# design 1

==> design_1/clock_wires.png <==
(3 px per um)
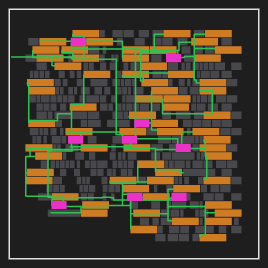

[src/rtl/sys_run_ctrl.sv]
// CPU run/pause/single-step controller: issues one-cycle clock-enable pulses to a
// CPU in free-run (every DIVISOR cycles) or single-step mode, and stops for good on halt.
module sys_run_ctrl #(
  parameter int DIVISOR = 1
) (
  input  logic        clk,
  input  logic        SYS_reset,
  input  logic        run_sw,
  input  logic        step_btn,
  input  logic        halt_req,
  output logic        cpu_en,
  output logic        CLK_led,
  output logic [31:0] cycle_cnt,
  output logic [1:0]  run_state
);

  typedef enum logic [1:0] {
    ST_PAUSE = 2'b00,
    ST_RUN   = 2'b01,
    ST_DONE  = 2'b11
  } state_e;

  localparam logic [23:0] DIV_LAST = 24'(DIVISOR - 1);

  state_e      state_r;
  logic [23:0] div_cnt_r;
  logic        run_meta_r;
  logic        run_sync_r;
  logic        step_meta_r;
  logic        step_sync_r;
  logic        step_prev_r;
  logic        step_evt_s;

  // A step is a rising edge of the synchronized button.
  assign step_evt_s = step_sync_r & ~step_prev_r;
  assign run_state  = state_r;

  // Two-flop synchronizers for the asynchronous switch and button, plus step edge history.
  always_ff @(posedge clk or negedge SYS_reset) begin
    if (!SYS_reset) begin
      run_meta_r  <= 1'b0;
      run_sync_r  <= 1'b0;
      step_meta_r <= 1'b0;
      step_sync_r <= 1'b0;
      step_prev_r <= 1'b0;
    end else begin
      run_meta_r  <= run_sw;
      run_sync_r  <= run_meta_r;
      step_meta_r <= step_btn;
      step_sync_r <= step_meta_r;
      step_prev_r <= step_sync_r;
    end
  end

  // Run-control state machine with registered enable, LED and pulse counter.
  always_ff @(posedge clk or negedge SYS_reset) begin
    if (!SYS_reset) begin
      state_r   <= ST_PAUSE;
      div_cnt_r <= 24'd0;
      cpu_en    <= 1'b0;
      CLK_led   <= 1'b0;
      cycle_cnt <= 32'd0;
    end else begin
      if (cpu_en) begin
        cycle_cnt <= cycle_cnt + 32'd1;
        CLK_led   <= ~CLK_led;
      end
      cpu_en <= 1'b0;
      // Halt wins over everything else and DONE is only left through reset.
      if (halt_req) begin
        state_r   <= ST_DONE;
        div_cnt_r <= 24'd0;
      end else begin
        case (state_r)
          ST_PAUSE: begin
            if (run_sync_r) begin
              state_r   <= ST_RUN;
              div_cnt_r <= 24'd0;
            end else if (step_evt_s) begin
              cpu_en <= 1'b1;
            end
          end
          ST_RUN: begin
            if (!run_sync_r) begin
              state_r   <= ST_PAUSE;
              div_cnt_r <= 24'd0;
            end else if (div_cnt_r == DIV_LAST) begin
              div_cnt_r <= 24'd0;
              cpu_en    <= 1'b1;
            end else begin
              div_cnt_r <= div_cnt_r + 24'd1;
            end
          end
          ST_DONE: begin
            state_r <= ST_DONE;
          end
          default: begin
            // The unused code stops the CPU rather than letting it run.
            state_r   <= ST_DONE;
            div_cnt_r <= 24'd0;
          end
        endcase
      end
    end
  end

endmodule

[config.mk]
export PLATFORM = sky130hd
export DESIGN_NAME = sys_run_ctrl
export DESIGN_NICKNAME = d
export VERILOG_FILES = /design/src/rtl/sys_run_ctrl.sv
export SDC_FILE = /design/constraint.sdc
export NUM_CORES = 1
export LEC_CHECK = 0
export CAP_MARGIN = 15
export CORE_MARGIN = 5
export CORE_UTILIZATION = 59
export CTS_CLUSTER_SIZE = 24
export DETAILED_ROUTE_END_ITERATION = 8
export PLACE_DENSITY = 0.85
export SYNTH_ARGS = -nofsm -noshare
export SYNTH_HDL_FRONTEND = slang
export SYNTH_SLANG_ARGS = --single-unit
[constraint.sdc]
create_clock -name clk -period 6 [get_ports clk]
set_clock_uncertainty 0.15 [all_clocks]
set_input_delay 1.8 -clock clk [delete_from_list [all_inputs] [get_ports clk]]
set_output_delay 1.8 -clock clk [all_outputs]
set_load 0.005 [all_outputs]
# design 2

## config.mk

```make
export PLATFORM = sky130hd
export DESIGN_NAME = vga_rect_mover
export DESIGN_NICKNAME = d
export VERILOG_FILES = /design/src/rtl/vga_rect_mover.sv
export SDC_FILE = /design/constraint.sdc
export NUM_CORES = 1
export LEC_CHECK = 0
export CORE_AREA = 2 2 70 72
export CTS_BUF_LIST = sky130_fd_sc_hd__clkbuf_8
export DETAILED_ROUTE_END_ITERATION = 8
export DIE_AREA = 0 0 72 74
export PLACE_DENSITY_LB_ADDON = 0.08
export SKIP_LAST_GASP = 1
export SYNTH_ARGS = -nofsm -noshare
export SYNTH_HDL_FRONTEND = slang
export SYNTH_SLANG_ARGS = --single-unit
```

## constraint.sdc

```tcl
create_clock -name clk -period 2.7 [get_ports clk]
set_clock_uncertainty 0.15 [all_clocks]
set_input_delay 0.54 -clock clk [delete_from_list [all_inputs] [get_ports clk]]
set_output_delay 0.54 -clock clk [all_outputs]
set_load 0.1 [all_outputs]
```

## src/rtl/vga_rect_mover.sv

```systemverilog
`default_nettype none
// ============================================================================
// Module   : vga_rect_mover
// Brief    : Per-frame bouncing motion controller for the VGA rectangle.
// Revision : 1.0 - initial release
// ============================================================================
module vga_rect_mover #(
  parameter int H_RES  = 640,
  parameter int V_RES  = 480,
  parameter int WIDTH  = 20,
  parameter int HEIGHT = 100,
  parameter int STEP   = 2,
  parameter int X_INIT = 320,
  parameter int Y_INIT = 240
) (
  input  logic       clk,
  input  logic       reset,
  input  logic [9:0] pos_h,
  input  logic [9:0] pos_v,
  input  logic       blank,
  input  logic       enable,
  output logic [9:0] x_left,
  output logic [9:0] y_bottom,
  output logic       dir_x,
  output logic       dir_y,
  output logic       frame_tick,
  output logic       bounce
);

  typedef enum logic [1:0] {
    S_WAIT   = 2'd0,
    S_MOVE_X = 2'd1,
    S_MOVE_Y = 2'd2
  } state_t;

  localparam logic [10:0] c_h_res  = 11'(H_RES);
  localparam logic [10:0] c_v_res  = 11'(V_RES);
  localparam logic [10:0] c_width  = 11'(WIDTH);
  localparam logic [10:0] c_height = 11'(HEIGHT);
  localparam logic [10:0] c_step   = 11'(STEP);
  localparam logic [9:0]  c_step10 = 10'(STEP);
  localparam logic [9:0]  c_x_max  = 10'(H_RES - WIDTH);
  localparam logic [9:0]  c_y_max  = 10'(V_RES - HEIGHT);

  state_t      r_state, w_state_nxt;
  logic        r_fs, r_fs_prev, r_flag;
  logic        w_fs, w_flag_nxt, w_tick_nxt, w_bounce_nxt;
  logic        w_dx_nxt, w_dy_nxt;
  logic [9:0]  w_x_nxt, w_y_nxt;
  logic [10:0] w_x_ext, w_y_ext;
  logic        w_x_hit_hi, w_x_hit_lo, w_y_hit_hi, w_y_hit_lo;
  logic        w_unused_blank;

  // blank is informational only; the frame start is decoded from the counters
  assign w_unused_blank = blank;

  assign w_fs = (pos_v == 10'(V_RES)) && (pos_h == 10'd0);

  assign w_x_ext    = {1'b0, x_left};
  assign w_y_ext    = {1'b0, y_bottom};
  assign w_x_hit_hi = (w_x_ext + c_width + c_step) >= c_h_res;
  assign w_x_hit_lo = w_x_ext <= c_step;
  assign w_y_hit_hi = (w_y_ext + c_height + c_step) >= c_v_res;
  assign w_y_hit_lo = w_y_ext <= c_step;

  // Rising-edge detect so a stalled counter cannot retrigger; reset marks the
  // condition as already seen so a frame start coincident with reset is dropped.
  always_ff @(posedge clk) begin
    if (!reset) begin
      r_fs      <= 1'b0;
      r_fs_prev <= 1'b1;
    end else begin
      r_fs      <= w_fs & ~r_fs_prev;
      r_fs_prev <= w_fs;
    end
  end

  always_ff @(posedge clk) begin
    if (!reset) begin
      r_state    <= S_WAIT;
      r_flag     <= 1'b0;
      x_left     <= 10'(X_INIT);
      y_bottom   <= 10'(Y_INIT);
      dir_x      <= 1'b1;
      dir_y      <= 1'b1;
      frame_tick <= 1'b0;
      bounce     <= 1'b0;
    end else begin
      r_state    <= w_state_nxt;
      r_flag     <= w_flag_nxt;
      x_left     <= w_x_nxt;
      y_bottom   <= w_y_nxt;
      dir_x      <= w_dx_nxt;
      dir_y      <= w_dy_nxt;
      frame_tick <= w_tick_nxt;
      bounce     <= w_bounce_nxt;
    end
  end

  always_comb begin
    w_state_nxt  = r_state;
    w_flag_nxt   = r_flag;
    w_x_nxt      = x_left;
    w_y_nxt      = y_bottom;
    w_dx_nxt     = dir_x;
    w_dy_nxt     = dir_y;
    w_tick_nxt   = 1'b0;
    w_bounce_nxt = 1'b0;
    case (r_state)
      S_WAIT: begin
        if (r_fs) begin
          w_tick_nxt = 1'b1;
          w_flag_nxt = 1'b0;
          if (enable) w_state_nxt = S_MOVE_X;
        end
      end
      S_MOVE_X: begin
        if (dir_x) begin
          if (w_x_hit_hi) begin
            w_x_nxt    = c_x_max;
            w_dx_nxt   = 1'b0;
            w_flag_nxt = 1'b1;
          end else begin
            w_x_nxt = x_left + c_step10;
          end
        end else begin
          if (w_x_hit_lo) begin
            w_x_nxt    = 10'd0;
            w_dx_nxt   = 1'b1;
            w_flag_nxt = 1'b1;
          end else begin
            w_x_nxt = x_left - c_step10;
          end
        end
        w_state_nxt = S_MOVE_Y;
      end
      S_MOVE_Y: begin
        // X and Y hits merge into a single pulse
        w_bounce_nxt = r_flag;
        if (dir_y) begin
          if (w_y_hit_hi) begin
            w_y_nxt      = c_y_max;
            w_dy_nxt     = 1'b0;
            w_bounce_nxt = 1'b1;
          end else begin
            w_y_nxt = y_bottom + c_step10;
          end
        end else begin
          if (w_y_hit_lo) begin
            w_y_nxt      = 10'd0;
            w_dy_nxt     = 1'b1;
            w_bounce_nxt = 1'b1;
          end else begin
            w_y_nxt = y_bottom - c_step10;
          end
        end
        w_flag_nxt  = 1'b0;
        w_state_nxt = S_WAIT;
      end
      default: w_state_nxt = S_WAIT;
    endcase
  end

endmodule
`default_nettype wire

```

# design 3

$ cat config.mk
export PLATFORM = sky130hd
export DESIGN_NAME = pa_seq
export DESIGN_NICKNAME = d
export VERILOG_FILES = /design/src/rtl/pa_seq.sv
export SDC_FILE = /design/constraint.sdc
export NUM_CORES = 1
export LEC_CHECK = 0
export CORE_UTILIZATION = 40
export DETAILED_ROUTE_END_ITERATION = 8
export HOLD_SLACK_MARGIN = 0.06
export MAX_ROUTING_LAYER = met4
export PLACE_DENSITY = 0.72
export SLEW_MARGIN = 20
export SYNTH_ARGS = -nofsm -noshare
export SYNTH_HDL_FRONTEND = slang
export SYNTH_SLANG_ARGS = --single-unit
$ cat constraint.sdc
create_clock -name clk_sys -period 2.35 [get_ports clk_sys]
set_input_delay 0.5875 -clock clk_sys [delete_from_list [all_inputs] [get_ports clk_sys]]
set_output_delay 0.5875 -clock clk_sys [all_outputs]
set_load 0.01 [all_outputs]
$ cat src/rtl/pa_seq.sv
`default_nettype none
// ============================================================================
//  Module   : pa_seq
//  Purpose  : Multi-step sequencer for the P-A ALU. Runs a 16-step
//             shift-and-add multiply (MW) and, when PA_SEQ_DIV_EN is
//             defined, a 16-step restoring divide (DW). Drives the P-A
//             strobes, ALU function and register-write controls one phase
//             per clock and samples the P-A status lines.
//  Options  : PA_SEQ_DIV_EN - include the divide path (CHK state, amb, ovf)
//  Revision : 1.0 - initial release
// ============================================================================
module pa_seq #(
    parameter int STEPS = 16
) (
    input  logic clk_sys,
    input  logic clr_,
    input  logic start,
    input  logic div,
    input  logic cancel,
    input  logic at15_,
    input  logic carry_,
    input  logic s_1,
    output logic strob1,
    output logic strob2_,
    output logic as2,
    output logic w_ac,
    output logic apb,
    output logic amb,
    output logic wx_,
    output logic eat0,
    output logic busy,
    output logic done,
    output logic ovf
);

    localparam int              c_CNT_W    = $clog2(STEPS);
    localparam logic [c_CNT_W-1:0] c_CNT_LAST = c_CNT_W'(STEPS - 1);
    localparam logic [c_CNT_W-1:0] c_CNT_ONE  = c_CNT_W'(1);

    localparam logic [2:0] c_ST_IDLE = 3'd0;
    localparam logic [2:0] c_ST_LOAD = 3'd1;
    localparam logic [2:0] c_ST_PA   = 3'd2;
    localparam logic [2:0] c_ST_PB   = 3'd3;
    localparam logic [2:0] c_ST_FIN  = 3'd5;
`ifdef PA_SEQ_DIV_EN
    localparam logic [2:0] c_ST_CHK  = 3'd4;
`endif

    logic [2:0]         r_state;
    logic [c_CNT_W-1:0] r_cnt;
    logic r_strob1, r_strob2_, r_as2, r_w_ac, r_apb, r_amb, r_wx_, r_eat0;
    logic r_busy, r_done, r_ovf;

    logic [2:0]         w_nxt_state;
    logic [c_CNT_W-1:0] w_nxt_cnt;
    logic w_nxt_strob1, w_nxt_strob2_, w_nxt_as2, w_nxt_w_ac, w_nxt_apb;
    logic w_nxt_amb, w_nxt_wx_, w_nxt_eat0, w_nxt_busy, w_nxt_done, w_nxt_ovf;
    logic w_go_pa;

    // w_div: latched operation select; w_qbit: quotient bit for the coming PB
    logic w_div;
    logic w_qbit;

`ifdef PA_SEQ_DIV_EN
    logic r_div, r_q_q;
    logic w_nxt_div, w_nxt_q_q;
    assign w_div  = r_div;
    assign w_qbit = r_q_q;
`else
    logic w_unused_inputs;
    assign w_div           = 1'b0;
    assign w_qbit          = 1'b0;
    assign w_unused_inputs = div ^ s_1;
`endif

    // Because outputs are registered, the phase-A controls are decided on the
    // edge that enters PA, from the status lines seen in the preceding cycle.
    // The divide quotient bit is captured at that same edge so the AC write
    // decision and the bit shifted into AT always agree.
    // Next-state and next-output decode.
    always_comb begin
        w_nxt_state   = r_state;
        w_nxt_cnt     = r_cnt;
        w_nxt_ovf     = r_ovf;
        w_nxt_busy    = 1'b0;
        w_nxt_done    = 1'b0;
        w_nxt_strob1  = 1'b0;
        w_nxt_strob2_ = 1'b1;
        w_nxt_as2     = 1'b0;
        w_nxt_w_ac    = 1'b0;
        w_nxt_apb     = 1'b0;
        w_nxt_amb     = 1'b0;
        w_nxt_wx_     = 1'b1;
        w_nxt_eat0    = 1'b0;
        w_go_pa       = 1'b0;
`ifdef PA_SEQ_DIV_EN
        w_nxt_div     = r_div;
        w_nxt_q_q     = r_q_q;
`endif
        case (r_state)
            c_ST_IDLE: begin
                if (start && !cancel) begin
                    w_nxt_state = c_ST_LOAD;
                    w_nxt_busy  = 1'b1;
                    w_nxt_cnt   = '0;
                    w_nxt_ovf   = 1'b0;
`ifdef PA_SEQ_DIV_EN
                    w_nxt_div   = div;
`endif
                end
            end
            c_ST_LOAD: begin
`ifdef PA_SEQ_DIV_EN
                if (r_div) begin
                    // Trial subtract only: AC is not written in CHK
                    w_nxt_state  = c_ST_CHK;
                    w_nxt_busy   = 1'b1;
                    w_nxt_strob1 = 1'b1;
                    w_nxt_amb    = 1'b1;
                end else begin
                    w_go_pa = 1'b1;
                end
`else
                w_go_pa = 1'b1;
`endif
            end
            c_ST_PA: begin
                // MW shifts in the adder carry produced during phase A
                w_nxt_state   = c_ST_PB;
                w_nxt_busy    = 1'b1;
                w_nxt_as2     = 1'b1;
                w_nxt_strob2_ = 1'b0;
                w_nxt_wx_     = 1'b0;
                w_nxt_eat0    = w_div ? w_qbit : ~carry_;
            end
            c_ST_PB: begin
                w_nxt_cnt = r_cnt + c_CNT_ONE;
                if (r_cnt == c_CNT_LAST) begin
                    w_nxt_state = c_ST_FIN;
                    w_nxt_done  = 1'b1;
                end else begin
                    w_go_pa = 1'b1;
                end
            end
`ifdef PA_SEQ_DIV_EN
            c_ST_CHK: begin
                // Non-negative trial result means the quotient cannot fit
                if (!s_1) begin
                    w_nxt_ovf   = 1'b1;
                    w_nxt_state = c_ST_FIN;
                    w_nxt_done  = 1'b1;
                end else begin
                    w_go_pa = 1'b1;
                end
            end
`endif
            c_ST_FIN: begin
                w_nxt_state = c_ST_IDLE;
            end
            default: begin
                w_nxt_state = c_ST_IDLE;
            end
        endcase

        if (w_go_pa) begin
            w_nxt_state  = c_ST_PA;
            w_nxt_busy   = 1'b1;
            w_nxt_strob1 = 1'b1;
            w_nxt_apb    = ~w_div & ~at15_;
            w_nxt_amb    = w_div;
            w_nxt_w_ac   = w_div ? ~s_1 : 1'b1;
`ifdef PA_SEQ_DIV_EN
            w_nxt_q_q    = ~s_1;
`endif
        end
    end

    // State and output registers; reset and cancel both return to idle values.
    always_ff @(posedge clk_sys) begin
        if (!clr_ || (cancel && (r_state != c_ST_IDLE))) begin
            r_state   <= c_ST_IDLE;
            r_cnt     <= '0;
            r_strob1  <= 1'b0;
            r_strob2_ <= 1'b1;
            r_as2     <= 1'b0;
            r_w_ac    <= 1'b0;
            r_apb     <= 1'b0;
            r_amb     <= 1'b0;
            r_wx_     <= 1'b1;
            r_eat0    <= 1'b0;
            r_busy    <= 1'b0;
            r_done    <= 1'b0;
            r_ovf     <= 1'b0;
`ifdef PA_SEQ_DIV_EN
            r_div     <= 1'b0;
            r_q_q     <= 1'b0;
`endif
        end else begin
            r_state   <= w_nxt_state;
            r_cnt     <= w_nxt_cnt;
            r_strob1  <= w_nxt_strob1;
            r_strob2_ <= w_nxt_strob2_;
            r_as2     <= w_nxt_as2;
            r_w_ac    <= w_nxt_w_ac;
            r_apb     <= w_nxt_apb;
            r_amb     <= w_nxt_amb;
            r_wx_     <= w_nxt_wx_;
            r_eat0    <= w_nxt_eat0;
            r_busy    <= w_nxt_busy;
            r_done    <= w_nxt_done;
            r_ovf     <= w_nxt_ovf;
`ifdef PA_SEQ_DIV_EN
            r_div     <= w_nxt_div;
            r_q_q     <= w_nxt_q_q;
`endif
        end
    end

    assign strob1  = r_strob1;
    assign strob2_ = r_strob2_;
    assign as2     = r_as2;
    assign w_ac    = r_w_ac;
    assign apb     = r_apb;
    assign amb     = r_amb;
    assign wx_     = r_wx_;
    assign eat0    = r_eat0;
    assign busy    = r_busy;
    assign done    = r_done;
    assign ovf     = r_ovf;

endmodule
`default_nettype wire

==> design_1/congestion_map.png <==
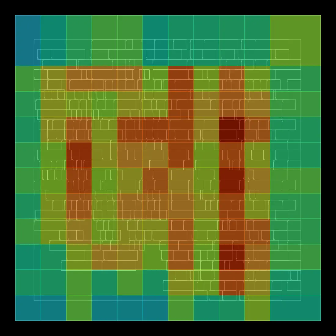
met3 global-route usage: 0.07050
WL/cell: 16.21 um

==> design_1/m1.png <==
(6 px per um) Supply wires on this layer in grey. Cells faint in the background.
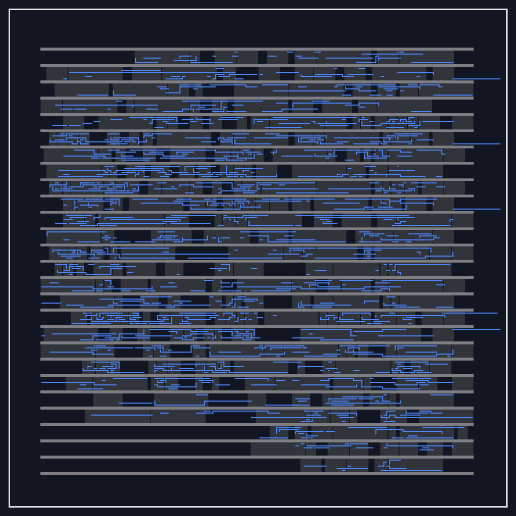
nets with wire on the layer = 300
main direction = horizontal
longest straight run = 27.6 um
wire length on this layer = 2830 um
share of all routed wire = 42%
met1 usage: 0.2578
total wire length: 6710 um

## Picture notes: design_1/clock_wires.png
clock-net drivers -> magenta  # count 9
flip-flops -> orange  # count 65
clock wires -> green  # length 828 um
routed clock nets = 10
clk pwr: 0.466 mW
Insertion Delay late pin: 0.34 ns
Clk pwr share: 0.500

==> impl_metrics.py, design 1 <==
# Metrics from the implementation run
metrics = {
    "yosys": {
        "top_area_cell": "dfrtp_1",
        "syn_inst": 297,
        "top_cell": "dfrtp_1",
        "netlist_area_um2": 3117,
        "area_leaders": "dfrtp_1, xnor2_1, nand2_1",
    },
    "hold_path": {
        "hold_end": "run_sync_r",
    },
    "critical_path": {
        "setup.worst_path.start": "halt_req",
        "worstSetupPathDepth": 6,
        "r2r_end": "div_cnt_r[22]",
    },
    "timing": {
        "fin_hold_ws_ns": 0.2005,
    },
    "clock_tree": {
        "cts_buffers": 9,
    },
    "routing": {
        "drt_iter0_drc": 115,
        "wirelength_met1_um": 2828,
        "first_pass_iters": 4,
    },
    "run_status": {
        "outcome": "completed",
    },
    "global_routing": {
        "grt_pass1_wl_um": 11020,
    },
}
design 1: area by class of cell:
cell class                      instances  area (um^2)  share of cell area
Multi-Input combinational cell        217         1419              0.3725
Timing Repair Buffer                   41        402.9              0.1058
Sequential cell                        65         1627              0.4271
Tap cell                               70        87.58             0.02300
Inverter                                5        18.77            0.004928
Clock inverter                          4        98.84             0.02595
Clock buffer                           12        155.1             0.04074
design 1: registers in the layout (all words and copies together) (netlist names):
name	cells
step_meta_r	1
cycle_cnt	32
CLK_led	1
cpu_en	1
run_state	2
step_sync_r	1
step_prev_r	1
run_sync_r	1
div_cnt_r	24
run_meta_r	1
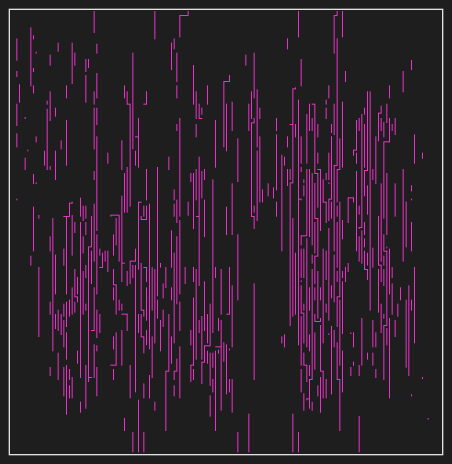
(design_2/m2.png)
(6 px per um)
longest straight run = 40.8 um
main direction = vertical
wire length on this layer = 2430 um
Global Route met2 Usage: 0.3457
detailed-route via count: 2053
total wire length: 5187 um

==> design_2/m1.png <==
(6 px per um) Supply wires on this layer in grey. Cells faint in the background.
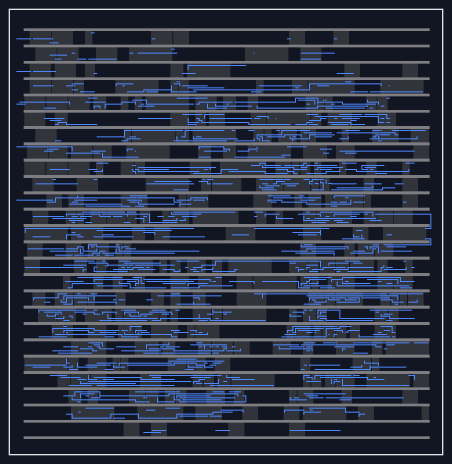
wire length on this layer = 2530 um
nets with wire on the layer = 278
longest straight run = 28.1 um
met1 usage: 0.2703

==> impl_metrics.py, design 2 <==
# Metrics from the implementation run
metrics = {
    "timing": {
        "setup_violations": 0,
        "setup_ws_ns": 0.3169,
        "fin_hold_ws_ns": 0.2457,
        "rsz0062_at_grt": "no",
    },
    "cells_and_area": {
        "comb_cells": 198,
        "nets": 323,
        "logic_area_um2": 1297,
        "inverters": 12,
        "final-nonclk-buf-share": 0.1843,
        "fin_cells": 348,
        "diodes": 0,
        "final_design_area_no_fill_um2": 2457,
        "clock_buffers": 3,
        "buffers": 53,
        "seq_cell_count": 27,
        "clockNetworkAreaShare": 0.01986,
        "largest_class": "logic gates",
        "area_delta_synth_final_pct": 22.83,
    },
    "yosys": {
        "synth.comb.largest_family": "simple AND/OR/NAND/NOR gates",
        "area_leaders": "dfxtp_1, nor3_1, xnor2_1",
        "top_area_frac": 0.2702,
        "synth_warnings": 0,
        "yosys.area_share.aoi": 0.2489,
        "synth-simple-area-share": 0.2883,
        "synthFlopType": "dfxtp_1",
        "ys_sh_mux": 0.02126,
        "xor_share": 0.06129,
    },
    "critical_path": {
        "reg2reg_slack_ns": 0.32,
        "max_stage_delay_ns": 0.46,
        "crit_path_max_fanout": 11,
        "r2r_end": "x_left[7]",
        "r2r_start": "x_left[1]",
        "criticalPathCategory": "reg2reg",
        "cp-endpoint": "x_left[7]",
    },
    "power_and_ir_drop": {
        "max-vdd-ir-drop_uv": 168.1,
        "total_power_mw": 0.7069,
        "leakage_nw": 0.9185,
        "p_switching_mw": 0.1706,
        "combPwrFrac": 0.083,
        "seqPwrFrac": 0.564,
        "p_per_area_nw_per_um2": 287.7,
    },
    "clock_tree": {
        "post_cts_buffers": 0,
        "insertion_delay_ns": 0.28,
        "cts_buffers": 3,
        "cts_tree": "done",
    },
    "global_routing": {
        "grt_max_degree": 17,
        "grt_pass1_wl_um": 8680,
        "globalRouteMet3Util": 0.02846,
        "first_global_vias": 1820,
    },
    "placed_design": {
        "detailed_place_hpwl_um": 3759,
        "dp_cells": 344,
        "pre_cts_slack_ns": 0.3348,
        "gp_congestion": 0.8974,
    },
    "run_status": {
        "outcome": "completed",
    },
    "hold_path": {
        "hp-start": "r_fs_prev",
    },
    "routing": {
        "drc": 0,
    },
    "floorplan": {
        "die_y_um": 74,
    },
}
-- design 2: flip-flops by register name (all words and copies together) (netlist names) --
| register | flops |
|---|---|
| r_state | 2 |
| x_left | 9 |
| r_flag | 1 |
| y_bottom | 9 |
| dir_y | 1 |
| bounce | 1 |
| frame_tick | 1 |
| dir_x | 1 |
| r_fs_prev | 1 |
| r_fs | 1 |
-- design 2: routing by layer --
| layer | up-vias | wire [um] |
|---|---|---|
| li1 | 1031 | - |
| met1 | 967 | 2525 |
| met2 | 53 | 2425 |
| met3 | 2 | 210 |
| met4 | 0 | 25 |
| met5 | - | 0 |
==> design_3/congestion_map.png <==
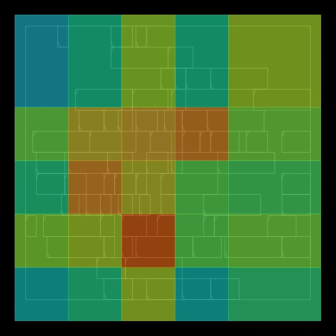
Global Route met2 Usage: 0.2336
All-Layer GR Usage: 0.1675
WL/cell: 11.09 um
met1 usage: 0.2083

==> impl_metrics.py, design 3 <==
# Metrics from the implementation run
metrics = {
    "cells_and_area": {
        "ff_latch_area_um2": 280.3,
        "comb_cells": 37,
        "buffers": 14,
    },
    "timing": {
        "setup_ws_ns": 0.6342,
        "min_period_ns": 1.716,
    },
    "global_routing": {
        "overflow": 0,
    },
    "power_and_ir_drop": {
        "power.share.clock": 0.305,
        "pg_seq_mw": 0.248,
    },
    "yosys": {
        "adder_share": 0.02222,
        "synthFlopType": "dfxtp_1",
    },
    "run_status": {
        "outcome": "completed",
    },
    "floorplan": {
        "core_um2": 1301,
        "tap_cells": 15,
    },
    "clock_tree": {
        "post_cts_buffers": 0,
        "clk_pin_slew_worst_paths_ns": 0.07,
    },
    "critical_path": {
        "cp-end-kind": "primary output",
    },
}
[design 3: stage by stage]
stage               hold WS, ns  total power [mW]  utilization  cell area, um^2
global route             0.5727            0.4399       0.5423            705.7
global placement         0.5104            0.2950       0.5250            683.2
CTS                      0.5292            0.4245       0.5423            705.7
finish                   0.5269            0.4172       0.5423            705.7
floorplan                0.4693            0.2796            -            566.8
detailed placement       0.5072            0.2956       0.5250            683.2
[design 3: routing by layer]
metal  track usage  vias up  part of all wire
met5             -        -                 0
met4       0.05172        0                 0
met3       0.08523        0             0.051
met2        0.2336       13              0.49
met1        0.2083      187              0.46
li1              -      230                 -

==> screenshots <==
The metal 3 layer.
picture 1
(8 px per um) Cells faint in the background.
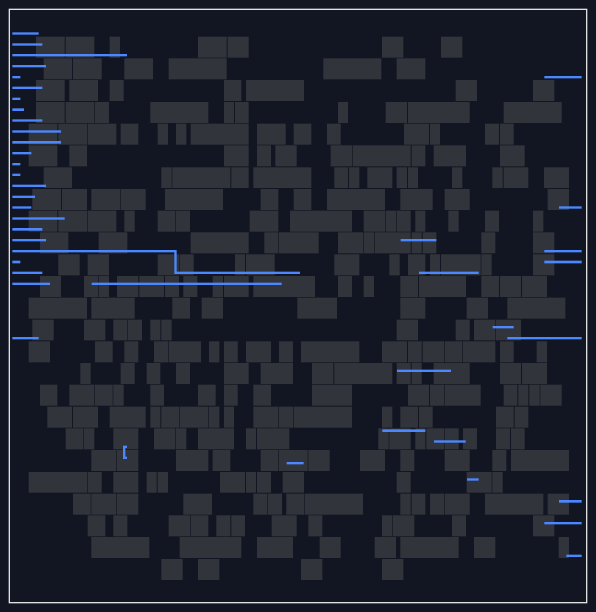
picture 2
(6 px per um) Cells faint in the background.
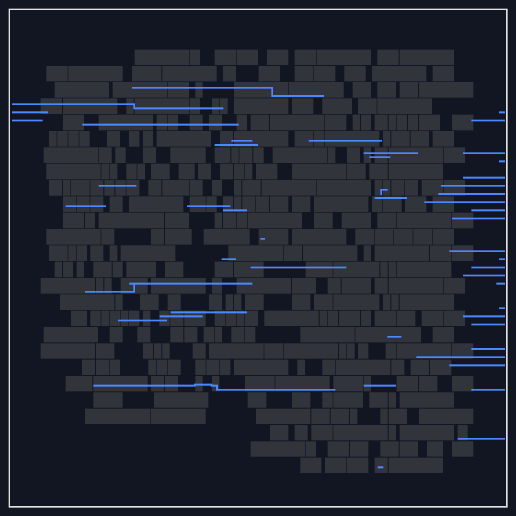
picture 3
(12 px per um) Cells faint in the background.
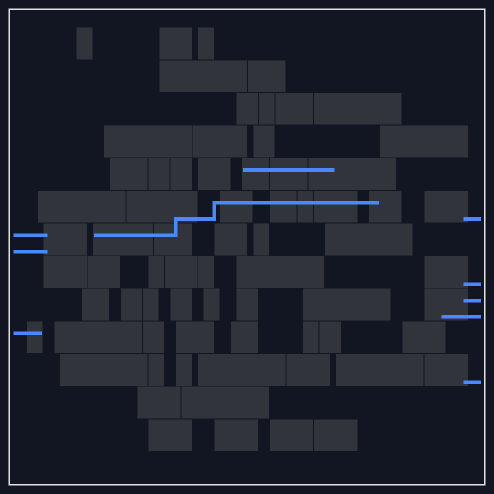
Design 1 is picture 2.
Design 2 is picture 1.
Design 3 is picture 3.
Of these, smallest die: picture 3
Of these, largest die: picture 2


Power figures rest on the tool's default switching activity, not on a simulated workload.
